######## block 1 ########
**Block 1: placed standard cells**

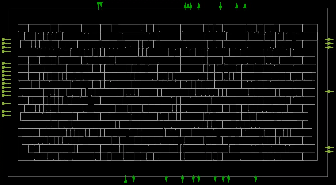
**Block 1: port wiring**

Scale: 3 px per um.
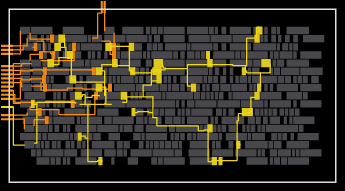
**src/rtl/bin_to_bcd_seq.sv**
```systemverilog
// Sequential binary-to-BCD converter (shift-and-add-3, one bit per cycle).
// Latency from the start-sampling edge to the done pulse is BIN_W+1 cycles.
// Build option: define BCD_LEADING_BLANK_EN to replace leading zero digits
// (never digit 0) with 4'hF so downstream seven-segment decoders show blank.
module bin_to_bcd_seq #(
  parameter int unsigned BIN_W  = 16,
  parameter int unsigned DIGITS = 5
) (
  input  logic                  clk,
  input  logic                  rst,
  input  logic                  start,
  input  logic [BIN_W-1:0]      bin_in,
  output logic                  busy,
  output logic                  done,
  output logic [4*DIGITS-1:0]   bcd_out
);

  localparam int unsigned BcdW = 4 * DIGITS;
  localparam int unsigned CntW = $clog2(BIN_W + 1);

  typedef enum logic [1:0] {StIdle, StShift, StFinish} state_e;

  state_e            state_q, state_d;
  logic [BIN_W-1:0]  sr_q, sr_d;
  logic [BcdW-1:0]   scratch_q, scratch_d;
  logic [BcdW-1:0]   scratch_adj;
  logic [BcdW-1:0]   bcd_fmt;
  logic [CntW-1:0]   cnt_q, cnt_d;
  logic              busy_q, busy_d;
  logic              done_q, done_d;
  logic [BcdW-1:0]   bcd_q, bcd_d;
`ifdef BCD_LEADING_BLANK_EN
  logic              lead;
`endif

  // State register
  always_ff @(posedge clk) begin
    if (rst) state_q <= StIdle;
    else     state_q <= state_d;
  end

  // Next-state logic; counter reaching 1 marks the final shift
  always_comb begin
    state_d = state_q;
    unique case (state_q)
      StIdle:   if (start) state_d = StShift;
      StShift:  if (cnt_q == CntW'(1)) state_d = StFinish;
      StFinish: state_d = StIdle;
      default:  state_d = StIdle;
    endcase
  end

  // Add-3 correction applied to every scratch digit >= 5 before each shift
  always_comb begin
    scratch_adj = scratch_q;
    for (int i = 0; i < int'(DIGITS); i++) begin
      if (scratch_q[4*i +: 4] >= 4'd5) scratch_adj[4*i +: 4] = scratch_q[4*i +: 4] + 4'd3;
    end
  end

  // Datapath next-state: load on accepted start, shift one bit per SHIFT cycle
  always_comb begin
    sr_d      = sr_q;
    scratch_d = scratch_q;
    cnt_d     = cnt_q;
    unique case (state_q)
      StIdle: begin
        if (start) begin
          sr_d      = bin_in;
          scratch_d = '0;
          cnt_d     = CntW'(BIN_W);
        end
      end
      StShift: begin
        {scratch_d, sr_d} = {scratch_adj, sr_q} << 1;
        cnt_d             = cnt_q - 1'b1;
      end
      default: ;
    endcase
  end

  // Datapath registers
  always_ff @(posedge clk) begin
    if (rst) begin
      sr_q      <= '0;
      scratch_q <= '0;
      cnt_q     <= '0;
    end else begin
      sr_q      <= sr_d;
      scratch_q <= scratch_d;
      cnt_q     <= cnt_d;
    end
  end

  // Output formatting of the finished scratch (optional leading-zero blanking)
  always_comb begin
    bcd_fmt = scratch_q;
`ifdef BCD_LEADING_BLANK_EN
    lead = 1'b1;
    for (int i = int'(DIGITS) - 1; i >= 1; i--) begin
      if (lead && (scratch_q[4*i +: 4] == 4'd0)) bcd_fmt[4*i +: 4] = 4'hF;
      else                                       lead = 1'b0;
    end
`endif
  end

  // Output next-state: busy follows the next state, done/bcd update leaving FINISH
  always_comb begin
    busy_d = (state_d != StIdle);
    done_d = (state_q == StFinish);
    bcd_d  = bcd_q;
    if (state_q == StFinish) bcd_d = bcd_fmt;
  end

  // Output registers; no combinational path from inputs to outputs
  always_ff @(posedge clk) begin
    if (rst) begin
      busy_q <= 1'b0;
      done_q <= 1'b0;
      bcd_q  <= '0;
    end else begin
      busy_q <= busy_d;
      done_q <= done_d;
      bcd_q  <= bcd_d;
    end
  end

  assign busy    = busy_q;
  assign done    = done_q;
  assign bcd_out = bcd_q;

endmodule

```
**config.mk**
```make
export PLATFORM = sky130hd
export DESIGN_NAME = bin_to_bcd_seq
export DESIGN_NICKNAME = d
export VERILOG_FILES = /design/src/rtl/bin_to_bcd_seq.sv
export SDC_FILE = /design/constraint.sdc
export NUM_CORES = 1
export LEC_CHECK = 0
export ABC_AREA = 1
export CAP_MARGIN = 0
export CORE_ASPECT_RATIO = 0.5
export CORE_MARGIN = 3
export CORE_UTILIZATION = 56
export CTS_BUF_LIST = sky130_fd_sc_hd__clkbuf_4
export DETAILED_ROUTE_END_ITERATION = 10
export GPL_ROUTABILITY_DRIVEN = 0
export GPL_TIMING_DRIVEN = 1
export HOLD_SLACK_MARGIN = 0.12
export PLACE_DENSITY = 0.81
export SLEW_MARGIN = 20
export SYNTH_ARGS = -nofsm -noshare
export SYNTH_HDL_FRONTEND = slang
export SYNTH_SLANG_ARGS = --single-unit
export TNS_END_PERCENT = 5
```
**constraint.sdc**
```tcl
create_clock -name clk -period 1.3 [get_ports clk]
set_input_delay 0.26 -clock clk [delete_from_list [all_inputs] [get_ports clk]]
set_output_delay 0.26 -clock clk [all_outputs]
set_load 0.1 [all_outputs]
```
==> out/metrics.cfg <==
[power_and_ir_drop]
p_int_uw=2930
swShare=0.279

[synth]
synthFlopType=dfxtp_1
area_leaders=dfxtp_1 (44%), nand2_1 (14%), a21oi_1 (6.1%)
top_area_cell=dfxtp_1
synthSimpleGateAreaFrac=0.276
ys_sh_mux=0

[clock_tree]
numClockSinks=65
clock_latency_ns=0.41

[placed_design]
hpwl_um=5250
place_area_um2=3730

[detailed_routing]
dr.pass1.iters=5

[grt]
grt_most_used_layer=met2
grt-ovfl-total=0
grtUsageMet2=0.460

[timing]
hold_slack_ns=0.414
setup_tns_ns=0
min_period_ns=1.28

[cells_and_area]
area_delta_synth_final_pct=37.0
fin_util=0.854
layout.nets=484

[critical_path]
worstPathCellList=buf_12

[status]
status=completed

## Picture notes: 'placed standard cells' of block 1
Core Rows: 17
Filler Cell Count: 241
floorplan core area: 4700 um^2
Final Non-Filler Cells: 524
num sequential: 65

## Picture notes: 'port wiring' of block 1
- `rst`: yellow (bits 1; direction input; edge west; end cells 35; buffers 4; wire 384 um)
- `bin_in`: orange (bits 16; direction input; edge 14 west, 2 north; end cells 16; buffers 16; wire 282 um)
Port Buf Inserts: 40
# IOs: 41

==> layout make-up <==
cell class / count / area, um^2
clock inverters: 5 / 56.3
multi-input cells: 284 / 1490
fillers: 241 / 686
flip-flops and latches: 65 / 1330
repair buffers: 57 / 836
well taps: 66 / 82.6
clock buffers: 11 / 82.6
inverters: 36 / 140
==> sequential cells by signal (all words and copies together) (netlist names) <==
name     flops
sr_q        16
busy         1
cnt_q        5
bcd_out     20
state_q      2
done         1
bcd_fmt     20
==> what timing repair did <==
action	4_1_cts	5_1_grt
gates resized	8	46
pin swaps	0	3
endpoints found under the setup margin	9	43
buffers inserted	0	2

######## block 2 ########
**Block 2: the metal 1 layer**

Scale: 4 px per um. Supply wires on this layer in gray.
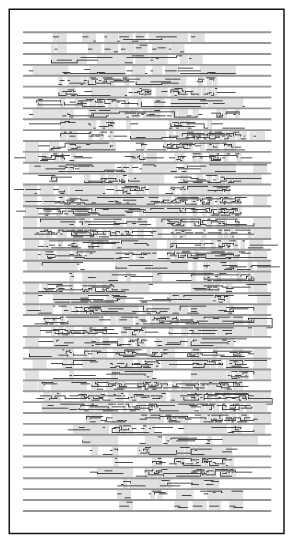
==> config.mk <==
export PLATFORM = sky130hd
export DESIGN_NAME = dmem_dump_streamer
export DESIGN_NICKNAME = d
export VERILOG_FILES = /design/src/rtl/dmem_dump_streamer.sv
export SDC_FILE = /design/constraint.sdc
export NUM_CORES = 1
export LEC_CHECK = 0
export ABC_AREA = 1
export CORE_ASPECT_RATIO = 2
export CORE_MARGIN = 3
export CORE_UTILIZATION = 45
export CTS_BUF_LIST = sky130_fd_sc_hd__clkbuf_4
export DETAILED_ROUTE_END_ITERATION = 16
export GPL_TIMING_DRIVEN = 0
export PLACE_DENSITY = 0.75
export SLEW_MARGIN = 30
export SYNTH_ARGS = -nofsm -noshare
export SYNTH_HDL_FRONTEND = slang
export SYNTH_SLANG_ARGS = --single-unit
==> constraint.sdc <==
create_clock -name clk -period 1.9 [get_ports clk]
set_input_delay 0.38 -clock clk [delete_from_list [all_inputs] [get_ports clk]]
set_output_delay 0.38 -clock clk [all_outputs]
set_load 0.02 [all_outputs]
==> src/rtl/dmem_dump_streamer.sv <==
// Walks a window of data BRAM through its debug read port and streams each word out as
// little-endian bytes on a valid/ready port. Define DMEM_DUMP_CHECKSUM_EN to append a two's-complement checksum byte.
module dmem_dump_streamer #(
    parameter int ADDR_WIDTH      = 10,
    parameter int DATA_WIDTH      = 32,
    parameter int BRAM_RD_LATENCY = 1
) (
    input  logic                  clk,
    input  logic                  rst,
    input  logic                  start,
    input  logic [ADDR_WIDTH-1:0] base_addr,
    input  logic [ADDR_WIDTH:0]   word_count,
    output logic [ADDR_WIDTH-1:0] debug_addr,
    input  logic [DATA_WIDTH-1:0] debug_data,
    output logic [7:0]            m_data,
    output logic                  m_valid,
    input  logic                  m_ready,
    output logic                  busy,
    output logic                  done
);

    typedef enum logic [2:0] {
        S_IDLE   = 3'd0,
        S_WAIT   = 3'd1,
        S_LATCH  = 3'd2,
        S_SEND   = 3'd3,
`ifdef DMEM_DUMP_CHECKSUM_EN
        S_CKSUM  = 3'd4,
`endif
        S_FINISH = 3'd5
    } state_t;

    localparam logic [1:0]            WAIT_LAST  = 2'(BRAM_RD_LATENCY - 1);
    localparam logic [ADDR_WIDTH-1:0] ALIGN_MASK = {{(ADDR_WIDTH-2){1'b1}}, 2'b00};
    localparam logic [ADDR_WIDTH-1:0] WORD_STEP  = ADDR_WIDTH'(4);
    localparam logic [ADDR_WIDTH:0]   ONE_WORD   = (ADDR_WIDTH+1)'(1);

    state_t                state_q, state_d;
    logic [ADDR_WIDTH-1:0] debug_addr_q, debug_addr_d;
    logic [ADDR_WIDTH:0]   remaining_q, remaining_d;
    logic [1:0]            wait_cnt_q, wait_cnt_d;
    logic [31:0]           shreg_q, shreg_d;
    logic [1:0]            byte_idx_q, byte_idx_d;
    logic [7:0]            m_data_q, m_data_d;
    logic                  m_valid_q, m_valid_d;
    logic                  busy_q, busy_d;
    logic                  done_q, done_d;
    logic                  handshake_s;
`ifdef DMEM_DUMP_CHECKSUM_EN
    logic [7:0]            sum_q, sum_d;
`endif

    assign handshake_s = m_valid_q & m_ready;

    // Next-state and datapath: every output comes straight from a flop
    always_comb begin
        state_d      = state_q;
        debug_addr_d = debug_addr_q;
        remaining_d  = remaining_q;
        wait_cnt_d   = wait_cnt_q;
        shreg_d      = shreg_q;
        byte_idx_d   = byte_idx_q;
        m_data_d     = m_data_q;
        m_valid_d    = m_valid_q;
        busy_d       = busy_q;
        done_d       = 1'b0;
`ifdef DMEM_DUMP_CHECKSUM_EN
        sum_d        = sum_q;
`endif
        case (state_q)
            S_IDLE: begin
                m_valid_d = 1'b0;
                busy_d    = 1'b0;
                if (start && (word_count != '0)) begin
                    debug_addr_d = base_addr & ALIGN_MASK;
                    remaining_d  = word_count;
                    wait_cnt_d   = 2'd0;
                    busy_d       = 1'b1;
`ifdef DMEM_DUMP_CHECKSUM_EN
                    sum_d        = 8'd0;
`endif
                    state_d      = S_WAIT;
                end else if (start) begin
                    done_d = 1'b1;
                end else begin
                    state_d = S_IDLE;
                end
            end
            S_WAIT: begin
                if (wait_cnt_q == WAIT_LAST) begin
                    state_d = S_LATCH;
                end else begin
                    wait_cnt_d = wait_cnt_q + 2'd1;
                end
            end
            S_LATCH: begin
                shreg_d    = debug_data[31:0];
                byte_idx_d = 2'd0;
                m_data_d   = debug_data[7:0];
                m_valid_d  = 1'b1;
                state_d    = S_SEND;
            end
            S_SEND: begin
                if (handshake_s) begin
`ifdef DMEM_DUMP_CHECKSUM_EN
                    sum_d = sum_q + m_data_q;
`endif
                    if (byte_idx_q != 2'd3) begin
                        byte_idx_d = byte_idx_q + 2'd1;
                        shreg_d    = {8'h00, shreg_q[31:8]};
                        m_data_d   = shreg_q[15:8];
                    end else begin
                        // Address wraps naturally at the top of the BRAM
                        remaining_d  = remaining_q - ONE_WORD;
                        debug_addr_d = debug_addr_q + WORD_STEP;
                        if (remaining_q != ONE_WORD) begin
                            wait_cnt_d = 2'd0;
                            m_valid_d  = 1'b0;
                            state_d    = S_WAIT;
                        end else begin
`ifdef DMEM_DUMP_CHECKSUM_EN
                            m_data_d = ~(sum_q + m_data_q) + 8'd1;
                            state_d  = S_CKSUM;
`else
                            m_valid_d = 1'b0;
                            busy_d    = 1'b0;
                            done_d    = 1'b1;
                            state_d   = S_FINISH;
`endif
                        end
                    end
                end else begin
                    state_d = S_SEND;
                end
            end
`ifdef DMEM_DUMP_CHECKSUM_EN
            S_CKSUM: begin
                if (handshake_s) begin
                    m_valid_d = 1'b0;
                    busy_d    = 1'b0;
                    done_d    = 1'b1;
                    state_d   = S_FINISH;
                end else begin
                    state_d = S_CKSUM;
                end
            end
`endif
            S_FINISH: begin
                state_d = S_IDLE;
            end
            default: begin
                m_valid_d = 1'b0;
                busy_d    = 1'b0;
                state_d   = S_IDLE;
            end
        endcase
    end

    // State and output registers; reset aborts any dump without a done pulse
    always_ff @(posedge clk or posedge rst) begin
        if (rst) begin
            state_q      <= S_IDLE;
            debug_addr_q <= '0;
            remaining_q  <= '0;
            wait_cnt_q   <= 2'd0;
            shreg_q      <= 32'd0;
            byte_idx_q   <= 2'd0;
            m_data_q     <= 8'd0;
            m_valid_q    <= 1'b0;
            busy_q       <= 1'b0;
            done_q       <= 1'b0;
`ifdef DMEM_DUMP_CHECKSUM_EN
            sum_q        <= 8'd0;
`endif
        end else begin
            state_q      <= state_d;
            debug_addr_q <= debug_addr_d;
            remaining_q  <= remaining_d;
            wait_cnt_q   <= wait_cnt_d;
            shreg_q      <= shreg_d;
            byte_idx_q   <= byte_idx_d;
            m_data_q     <= m_data_d;
            m_valid_q    <= m_valid_d;
            busy_q       <= busy_d;
            done_q       <= done_d;
`ifdef DMEM_DUMP_CHECKSUM_EN
            sum_q        <= sum_d;
`endif
        end
    end

    assign debug_addr = debug_addr_q;
    assign m_data     = m_data_q;
    assign m_valid    = m_valid_q;
    assign busy       = busy_q;
    assign done       = done_q;

endmodule

==> out/metrics.cfg <==
[status]
status=completed

[critical_path]
crit_family=buffers and inverters
start_kind=register
cp.required_ns=1.52
critPathKind=reg2out
arrival_ns=1.45

[placed_design]
gp_congestion=0.927

[grt]
grt_max_degree=50
grt_most_used_layer=met2

[cells_and_area]
comb_share=0.356
fillers=701

[synth]
ys_seq_elements=61
synth-async-reset-ratio=1.00

[detailed_routing]
final_antenna_net_count=0
dr_wl_met2_um=5070

[clock_tree]
postCtsSetupRepairBufs=0

[floorplanning]
row_count=44

[timing]
clock_skew_ns=0.0154
slew_headroom=0.618

[power_and_ir_drop]
max-vdd-ir-drop_uv=894

About 'the metal 1 layer' of block 2:
- main direction: horizontal
- wire length on this layer: 3,510 um
- nets with wire on the layer: 545
- longest straight run: 23.9 um

## cell families after synthesis
| logic type | Yosys count | share of synthesized area |
|---|---|---|
| and+or+nand+nor | 267 | 0.319 |
| AOI/OAI and AO/OA | 70 | 0.116 |
| xor gates and xnor gates | 1 | 0.00250 |
| other | 1 | 0.00107 |
| muxes | 1 | 0.00286 |
| adders and majority gates | 5 | 0.0179 |
| buffers and inverters | 74 | 0.104 |
| DFF | 61 | 0.436 |
## power by group
| group | switching, uW | internal [uW] | total, uW |
|---|---|---|---|
| Combinational | 2680 | 1680 | 4360 |
| Sequential | 442 | 1920 | 2360 |
| Clock | 485 | 402 | 887 |

######## block 3 ########
==> src/rtl/rvx_external_interrupt_controller_pkg.sv <==
// Shared constants for the RVX external interrupt controller.
// Contents: register byte offsets, claim FSM states, the "no interrupt" ID and a write-strobe helper.
package rvx_external_interrupt_controller_pkg;

    localparam logic [4:0] OFFSET_PENDING = 5'h00;
    localparam logic [4:0] OFFSET_ENABLE  = 5'h04;
    localparam logic [4:0] OFFSET_EDGE    = 5'h08;
    localparam logic [4:0] OFFSET_CLAIM   = 5'h0C;
    localparam logic [4:0] OFFSET_STATUS  = 5'h10;

    localparam logic [4:0] ID_NONE = 5'd0;

    typedef enum logic {
        STATE_IDLE    = 1'b0,
        STATE_CLAIMED = 1'b1
    } state_t;

    // True when the byte lane holding bit_index is enabled in the write strobe.
    function automatic logic byte_enabled(input logic [3:0] strobe, input int bit_index);
        return strobe[2'(bit_index / 8)];
    endfunction

endpackage

==> src/rtl/rvx_irq_input_sync.sv <==
// Brings one asynchronous interrupt line into the clock domain.
// Outputs the synchronized level and a one-cycle pulse on its rising edge.
module rvx_irq_input_sync (
    input  logic clock,
    input  logic reset_n,
    input  logic source,
    output logic sync_2,
    output logic rise
);

    logic sync_1;
    logic prev;

    // NOTE: non-blocking assignments make each flop capture its predecessor's pre-edge value,
    // which is what turns three statements into a shift chain rather than one wire.
    always_ff @(posedge clock) begin
        if (!reset_n) begin
            sync_1 <= 1'b0;
            sync_2 <= 1'b0;
            prev   <= 1'b0;
        end else begin
            sync_1 <= source;
            sync_2 <= sync_1;
            prev   <= sync_2;
        end
    end

    assign rise = sync_2 & ~prev;

endmodule

==> src/rtl/rvx_external_interrupt_controller.sv <==
// Fixed-priority external interrupt controller (lowest source index wins).
// Bus-mapped registers and a single-outstanding claim/complete handshake drive irq_external.
module rvx_external_interrupt_controller #(
    parameter int NUM_SOURCES = 16
) (
    input  logic                   clock,
    input  logic                   reset_n,
    input  logic [4:0]             rw_address,
    input  logic                   read_request,
    output logic                   read_response,
    output logic [31:0]            read_data,
    input  logic                   write_request,
    input  logic [31:0]            write_data,
    input  logic [3:0]             write_strobe,
    output logic                   write_response,
    input  logic [NUM_SOURCES-1:0] irq_sources,
    output logic                   irq_external
);

    import rvx_external_interrupt_controller_pkg::*;

    logic [NUM_SOURCES-1:0] sync_2;
    logic [NUM_SOURCES-1:0] rise;
    logic [NUM_SOURCES-1:0] enable;
    logic [NUM_SOURCES-1:0] edge_mode;
    logic [NUM_SOURCES-1:0] edge_latch;
    logic [NUM_SOURCES-1:0] pending;
    logic [NUM_SOURCES-1:0] enable_next;
    logic [NUM_SOURCES-1:0] edge_mode_next;
    logic [NUM_SOURCES-1:0] edge_latch_next;
    logic [NUM_SOURCES-1:0] claim_clear;

    state_t      state;
    logic [4:0]  in_service;
    logic [4:0]  candidate;
    logic [4:0]  offset;
    logic        read_only;
    logic        claim_grant;
    logic        complete;
    logic [31:0] read_value;
    logic        unused_bits;

    for (genvar g = 0; g < NUM_SOURCES; g++) begin : g_sync
        rvx_irq_input_sync u_sync (
            .clock   (clock),
            .reset_n (reset_n),
            .source  (irq_sources[g]),
            .sync_2  (sync_2[g]),
            .rise    (rise[g])
        );
    end

    assign offset      = {rw_address[4:2], 2'b00};
    assign unused_bits = ^{rw_address[1:0], write_data};

    // A read colliding with a write answers 0 and must not claim anything.
    assign read_only = read_request & ~write_request;

    assign pending = (edge_mode & edge_latch) | (~edge_mode & sync_2);

    // NOTE: every variable driven here gets a value before any conditional, so no latch is inferred.
    always_comb begin
        candidate = ID_NONE;
        for (int n = NUM_SOURCES - 1; n >= 0; n--) begin
            if (pending[n] && enable[n]) candidate = 5'(n + 1);
        end
    end

    assign claim_grant = read_only && (offset == OFFSET_CLAIM) &&
                         (state == STATE_IDLE) && (candidate != ID_NONE);
    assign complete    = write_request && (offset == OFFSET_CLAIM) && write_strobe[0] &&
                         (state == STATE_CLAIMED) && (write_data[4:0] == in_service);

    always_comb begin
        enable_next    = enable;
        edge_mode_next = edge_mode;
        claim_clear    = '0;
        for (int n = 0; n < NUM_SOURCES; n++) begin
            if (write_request && byte_enabled(write_strobe, n)) begin
                if (offset == OFFSET_ENABLE) enable_next[n]    = write_data[n];
                if (offset == OFFSET_EDGE)   edge_mode_next[n] = write_data[n];
            end
            claim_clear[n] = claim_grant && (candidate == 5'(n + 1));
        end
        // A fresh rise outranks a same-cycle claim; leaving edge mode discards the latch.
        edge_latch_next = edge_mode_next & (rise | (edge_latch & ~claim_clear));
    end

    always_comb begin
        read_value = '0;
        case (offset)
            OFFSET_PENDING: read_value = 32'(pending);
            OFFSET_ENABLE:  read_value = 32'(enable);
            OFFSET_EDGE:    read_value = 32'(edge_mode);
            OFFSET_CLAIM:   read_value = {27'd0, claim_grant ? candidate : ID_NONE};
            OFFSET_STATUS:  read_value = {19'd0, in_service, 7'd0, state == STATE_CLAIMED};
            default:        read_value = '0;
        endcase
    end

    always_ff @(posedge clock) begin
        if (!reset_n) begin
            state          <= STATE_IDLE;
            in_service     <= ID_NONE;
            enable         <= '0;
            edge_mode      <= '0;
            edge_latch     <= '0;
            read_response  <= 1'b0;
            read_data      <= '0;
            write_response <= 1'b0;
            irq_external   <= 1'b0;
        end else begin
            enable         <= enable_next;
            edge_mode      <= edge_mode_next;
            edge_latch     <= edge_latch_next;
            read_response  <= read_request;
            read_data      <= read_only ? read_value : 32'd0;
            write_response <= write_request;
            irq_external   <= (state == STATE_IDLE) && (candidate != ID_NONE);
            case (state)
                STATE_IDLE: begin
                    if (claim_grant) begin
                        state      <= STATE_CLAIMED;
                        in_service <= candidate;
                    end
                end
                STATE_CLAIMED: begin
                    if (complete) begin
                        state      <= STATE_IDLE;
                        in_service <= ID_NONE;
                    end
                end
                default: state <= STATE_IDLE;
            endcase
        end
    end

endmodule

==> config.mk <==
export PLATFORM = sky130hd
export DESIGN_NAME = rvx_external_interrupt_controller
export DESIGN_NICKNAME = d
export VERILOG_FILES = /design/src/rtl/rvx_external_interrupt_controller_pkg.sv /design/src/rtl/rvx_irq_input_sync.sv /design/src/rtl/rvx_external_interrupt_controller.sv
export SDC_FILE = /design/constraint.sdc
export NUM_CORES = 1
export LEC_CHECK = 0
export CAP_MARGIN = 5
export CORE_ASPECT_RATIO = 1.1
export CORE_MARGIN = 4
export CORE_UTILIZATION = 33
export CTS_CLUSTER_SIZE = 12
export DETAILED_ROUTE_END_ITERATION = 8
export DONT_BUFFER_PORTS = 1
export RECOVER_POWER = 25
export SLEW_MARGIN = 20
export SYNTH_ARGS = -nofsm -noshare
export SYNTH_HDL_FRONTEND = slang
export SYNTH_HIERARCHICAL = 1
export SYNTH_SLANG_ARGS = --single-unit
==> constraint.sdc <==
create_clock -name clock -period 2.8 [get_ports clock]
set_clock_uncertainty 0.2 [all_clocks]
set_input_delay 0.42 -clock clock [delete_from_list [all_inputs] [get_ports clock]]
set_output_delay 0.42 -clock clock [all_outputs]
set_load 0.02 [all_outputs]
**Block 3: the metal 1 layer**

Scale: 3 px per um. Supply wires on this layer in gray.
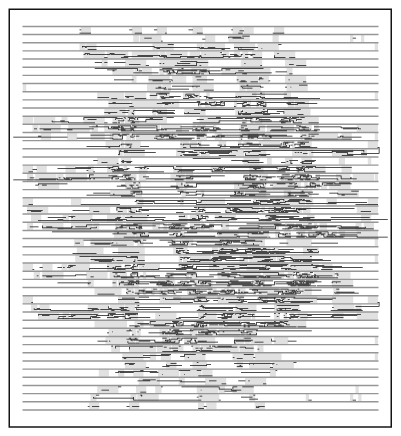
- main direction: horizontal
- share of all routed wire: 45%
- longest straight run: 42.8 um
- wire length on this layer: 6,400 um
- nets with wire on the layer: 568
GRT met1 Usage: 0.210
Routed WL: 14,200 um
via count: 4,103

**Block 3: cell area per tile**

Scale: 3 px per um. The die is cut into 13 by 14 equal tiles; dark blue is low, red is high, 0 to 100% covered.
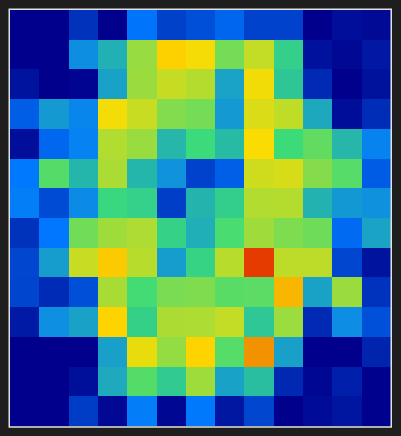
- mean over tiles: 35%
- fullest tile: 93%
- nearly empty tiles: 14%
- tiles over 75% full: 3.8%
FP Util: 0.338
Final Util: 0.420

==> out/metrics.cfg <==
[status]
status=completed

[critical_path]
crit_family=AND-OR/OR-AND gates
rr_endpoint=edge_latch[2]
worstPathCellList=mux2_2 > a22o_1 > or4b_4 > o21ai_1 > nand2_1 > o31a_1
cpMaxStageDelayCell=or4b_4
cp_max_fo=5
cp_slowest_stage_delay_ns=0.54

[cells_and_area]
num_antenna_cells=0
final_area_um2=6370

[power_and_ir_drop]
power-top-group=clock
power.net_switching_uw=883
seq_power_uw=1790

[worst_hold_path]
min_from=write_data[5]
min_to=edge_mode[5]

[timing]
setup_viol=0
hold_slack_ns=0.0238
setup_tns_ns=0
slew_violations=0
rsz0062_at_grt=false
layout_setup_ws_ns=0.260

[synth]
area_leaders=dfxtp_1 (47%), and2_1 (6.2%), nor2b_4 (4.3%)
yosys-top-cells-count=dfxtp_1 (121), and2_1 (51), nand2_1 (48)
xor_share=0.00854
synth.yosys.warnings=6
top_area_cell=dfxtp_1
synth.top_cell.area_share=0.472

[grt]
grt_pass1_wl_um=22200
grt_use_met3=0.0485
grt-ovfl-total=0

[detailed_routing]
final_antenna_net_count=0
vias_per_cell=5.19

[placed_design]
place_area_um2=5290
hpwl_um=9370
placed_cells=712

[floorplanning]
core-area_um2=15200
die.size.y_um=139
pin_count=96

[clock_tree]
cts_resized=0
tritoncts=done

flip-flops by register name, summed over array words and instances, names as in the netlist:
name and flops:
write_response 1, enable 16, g_sync.u_sync/prev 16, edge_mode 16, edge_latch 16, in_service 5
g_sync.u_sync/sync_1 16, irq_external 1, g_sync.u_sync/sync_2 16, read_response 1, read_data 16, state 1
area by class of cell:
class	instances	area, um^2
multi-input cells	367	2490
clock buffers	23	498
inverters	19	71.3
repair buffers	57	558
well taps	196	245
fillers	1459	8800
clock inverters	8	92.6
flip-flops and latches	121	2420

######## block 4 ########
==> src/rtl/spram_pkg.sv <==
// Shared types and default sizing for the spram_ctrl single-port RAM controller.
package spram_pkg;

    localparam int unsigned SPRAM_DATA_W = 8;
    localparam int unsigned SPRAM_ADDR_W = 4;

    typedef enum logic {
        INIT = 1'b0,
        IDLE = 1'b1
    } spram_state_e;

endpackage : spram_pkg

==> src/rtl/spram_array.sv <==
// Byte-enabled single-port storage with a registered read port.
// Optional per-byte even parity storage/checking under SPRAM_PARITY_EN.
module spram_array
    import spram_pkg::*;
#(
    parameter int unsigned DATA_W = SPRAM_DATA_W,
    parameter int unsigned ADDR_W = SPRAM_ADDR_W
) (
    input  logic                clk_i,
    input  logic                rst_ni,
    input  logic                we_i,
    input  logic                re_i,
    input  logic [ADDR_W-1:0]   addr_i,
    input  logic [DATA_W-1:0]   wdata_i,
    input  logic [DATA_W/8-1:0] be_i,
    output logic [DATA_W-1:0]   rdata_o,
    output logic                rvalid_o
`ifdef SPRAM_PARITY_EN
    ,
    output logic                par_err_o
`endif
);

    localparam int unsigned NB    = DATA_W / 8;
    localparam int unsigned DEPTH = 2 ** ADDR_W;

    logic [DATA_W-1:0] mem_q [DEPTH];
    logic [DATA_W-1:0] rdata_q;
    logic              rvalid_q;

    always_ff @(posedge clk_i) begin
        if (we_i) begin
            for (int unsigned b = 0; b < NB; b++) begin
                if (be_i[b]) begin
                    mem_q[addr_i][8*b +: 8] <= wdata_i[8*b +: 8];
                end
            end
        end
    end

    always_ff @(posedge clk_i) begin
        if (!rst_ni) begin
            rdata_q  <= '0;
            rvalid_q <= 1'b0;
        end else begin
            rvalid_q <= re_i;
            if (re_i) begin
                rdata_q <= mem_q[addr_i];
            end
        end
    end

    assign rdata_o  = rdata_q;
    assign rvalid_o = rvalid_q;

`ifdef SPRAM_PARITY_EN
    logic [NB-1:0] par_q [DEPTH];
    logic [NB-1:0] par_mis;
    logic          par_err_q;

    always_ff @(posedge clk_i) begin
        if (we_i) begin
            for (int unsigned b = 0; b < NB; b++) begin
                if (be_i[b]) begin
                    par_q[addr_i][b] <= ^wdata_i[8*b +: 8];
                end
            end
        end
    end

    // Recompute parity of the addressed word; only bytes enabled on the read are reported.
    always_comb begin
        par_mis = '0;
        for (int unsigned b = 0; b < NB; b++) begin
            par_mis[b] = (^mem_q[addr_i][8*b +: 8]) ^ par_q[addr_i][b];
        end
    end

    always_ff @(posedge clk_i) begin
        if (!rst_ni) begin
            par_err_q <= 1'b0;
        end else begin
            par_err_q <= re_i && (|(par_mis & be_i));
        end
    end

    assign par_err_o = par_err_q;
`endif

endmodule : spram_array

==> src/rtl/spram_ctrl.sv <==
// Single-port RAM controller: clears memory after reset, then serves
// byte-enabled writes and latency-1 reads. Define SPRAM_PARITY_EN for parity.
module spram_ctrl
    import spram_pkg::*;
#(
    parameter int unsigned DATA_W = SPRAM_DATA_W,
    parameter int unsigned ADDR_W = SPRAM_ADDR_W
) (
    input  logic                clk,
    input  logic                reset,
    input  logic                enable,
    input  logic                wr_en,
    input  logic [ADDR_W-1:0]   addr,
    input  logic [DATA_W-1:0]   data_in,
    input  logic [DATA_W/8-1:0] byte_en,
    output logic                ready,
    output logic [DATA_W-1:0]   data_out,
    output logic                rd_valid,
    output logic                init_done
`ifdef SPRAM_PARITY_EN
    ,
    output logic                par_err
`endif
);

    spram_state_e        state_q, state_d;
    logic [ADDR_W-1:0]   clr_q, clr_d;

    logic                mem_we;
    logic                mem_re;
    logic [ADDR_W-1:0]   mem_addr;
    logic [DATA_W-1:0]   mem_wdata;
    logic [DATA_W/8-1:0] mem_be;

    always_ff @(posedge clk) begin
        if (!reset) begin
            state_q <= INIT;
            clr_q   <= '0;
        end else begin
            state_q <= state_d;
            clr_q   <= clr_d;
        end
    end

    always_comb begin
        state_d = state_q;
        clr_d   = clr_q;
        case (state_q)
            INIT: begin
                clr_d = clr_q + ADDR_W'(1);
                if (clr_q == '1) begin
                    state_d = IDLE;
                end
            end
            IDLE:    state_d = IDLE;
            default: state_d = INIT;
        endcase
    end

    // Storage accesses are gated by reset so an in-flight request is dropped.
    always_comb begin
        ready     = 1'b0;
        init_done = 1'b0;
        mem_we    = 1'b0;
        mem_re    = 1'b0;
        mem_addr  = addr;
        mem_wdata = data_in;
        mem_be    = byte_en;
        case (state_q)
            INIT: begin
                mem_we    = reset;
                mem_addr  = clr_q;
                mem_wdata = '0;
                mem_be    = '1;
            end
            IDLE: begin
                ready     = 1'b1;
                init_done = 1'b1;
                mem_we    = reset & enable & wr_en;
                mem_re    = reset & enable & ~wr_en;
            end
            default: ;
        endcase
    end

    spram_array #(
        .DATA_W (DATA_W),
        .ADDR_W (ADDR_W)
    ) u_array (
        .clk_i     (clk),
        .rst_ni    (reset),
        .we_i      (mem_we),
        .re_i      (mem_re),
        .addr_i    (mem_addr),
        .wdata_i   (mem_wdata),
        .be_i      (mem_be),
        .rdata_o   (data_out),
        .rvalid_o  (rd_valid)
`ifdef SPRAM_PARITY_EN
        ,
        .par_err_o (par_err)
`endif
    );

endmodule : spram_ctrl

==> config.mk <==
export PLATFORM = sky130hd
export DESIGN_NAME = spram_ctrl
export DESIGN_NICKNAME = d
export VERILOG_FILES = /design/src/rtl/spram_pkg.sv /design/src/rtl/spram_array.sv /design/src/rtl/spram_ctrl.sv
export SDC_FILE = /design/constraint.sdc
export NUM_CORES = 1
export LEC_CHECK = 0
export CAP_MARGIN = 30
export CORE_UTILIZATION = 50
export DETAILED_ROUTE_END_ITERATION = 16
export PLACE_DENSITY = 0.68
export SYNTH_ARGS = -nofsm -noshare
export SYNTH_HDL_FRONTEND = slang
export SYNTH_SLANG_ARGS = --single-unit
==> constraint.sdc <==
create_clock -name clk -period 3.3 [get_ports clk]
set_input_delay 0.66 -clock clk [delete_from_list [all_inputs] [get_ports clk]]
set_output_delay 0.66 -clock clk [all_outputs]
set_load 0.005 [all_outputs]
**Block 4: cells colored by class**

Scale: 3 px per um.
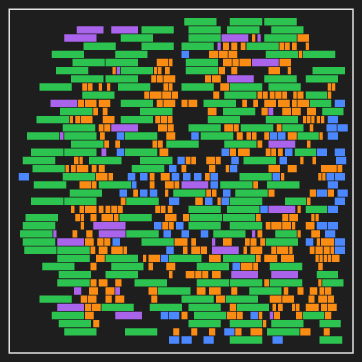
- flops: green (cells 142)
- clock drivers and dummy loads: purple (cells 31)
- combinational and other logic: orange (cells 299)
- other buffers and delay cells: blue (cells 69)

==> out/metrics.cfg <==
[cells_and_area]
final-comb-area_um2=1820
most-common-layout-cells=edfxtp_1 (128), o21ai_0 (61), buf_4 (41)
fin_util=0.611

[clock_tree]
clkSlewWorstSetupHoldPaths_ns=0.06
numClockSinks=142
ctsHtreeMaxLevel=4
cts_root_buf=clkbuf_16

[status]
status=completed

[critical_path]
reg2regPathDepth=6
path_buffers=1
crit_end=u_array.rdata_o[7]

[grt]
grt_pass1_wl_um=25100
grt_most_used_layer=met2
grt_use_total=0.272
antenna_found_initial=1

[floorplanning]
die.size.y_um=114
pin_count=28
row_count=40

[synth]
ys_cells=485
xor_share=0.00279
ys_sh_mux=0.00518
aoi_share=0.176
synthDistinctLibCells=36
synth.most_common_cell=edfxtp_1
synthSimpleGateAreaFrac=0.104
synth.top_cell.area_share=0.612

[detailed_routing]
wl_per_cell_um=22.9
vias_per_cell=6.23
initialDrtViolationCount=372

[timing]
slew_violations=0

[power_and_ir_drop]
power_frac_clock=0.438
p_int_uw=3150
swShare=0.214

[job]
tool_warnings=26

[placed_design]
placed_cells=678

[worst_hold_path]
min_to=u_array.rdata_o[2]
min_from=u_array.rdata_o[2]

**Block 4: cell area per tile**

Scale: 3 px per um. The die is cut into 11 by 11 equal tiles; dark blue is low, red is high, 0 to 100% covered.
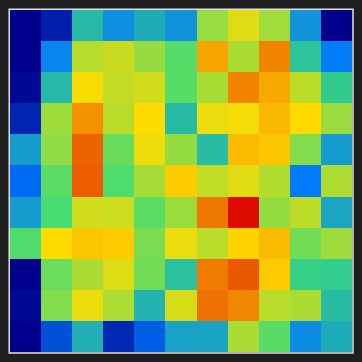
- emptiest ninth of the die: north-west
- nearly empty tiles: 5.8%
- tiles over 75% full: 20%
- mean over tiles: 55%
- fullest tile: 99%

area by class of cell:
type | instances | share of cell area
Antenna cell | 1 | 0.000338
Clock buffer | 21 | 0.0595
Sequential cell | 142 | 0.557
Inverter | 34 | 0.0172
Clock inverter | 10 | 0.0132
Multi-Input combinational cell | 265 | 0.246
Tap cell | 168 | 0.0284
Timing Repair Buffer | 69 | 0.0787
sequential cells by signal (all words and copies together), names as in the netlist:
signal and flops:
state_q 1, u_array.mem_q 128, clr_q 4, u_array.rvalid_o 1
u_array.rdata_o 8


==> notes/layouts.md <==
Pictures saved along the way, in no particular order.

Port wiring.
Plate I
Scale: 2 px per um.
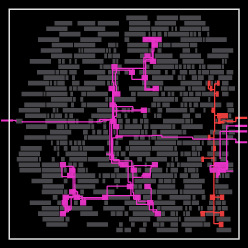
Plate II
Scale: 3 px per um.
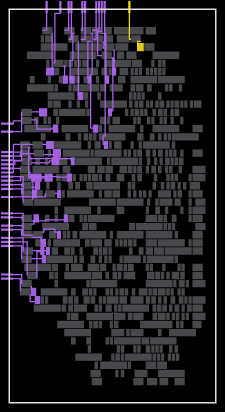
Plate III
Scale: 2 px per um.
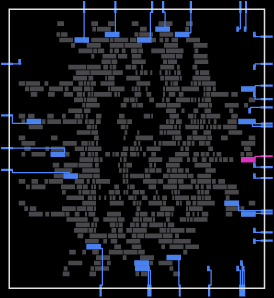
Plate III comes from block 3.
Plate II comes from block 2.
Plate I comes from block 4.

Key to Plate III:
- `read_data`: blue (bits 32; direction output; edge 13 east, 8 south, 7 north, 4 west; end cells 32; buffers 0; wire 351 um)
- `read_response`: magenta (bits 1; direction output; edge east; end cells 1; buffers 0; wire 4.80 um)

Power and IR drop assume default switching activity.
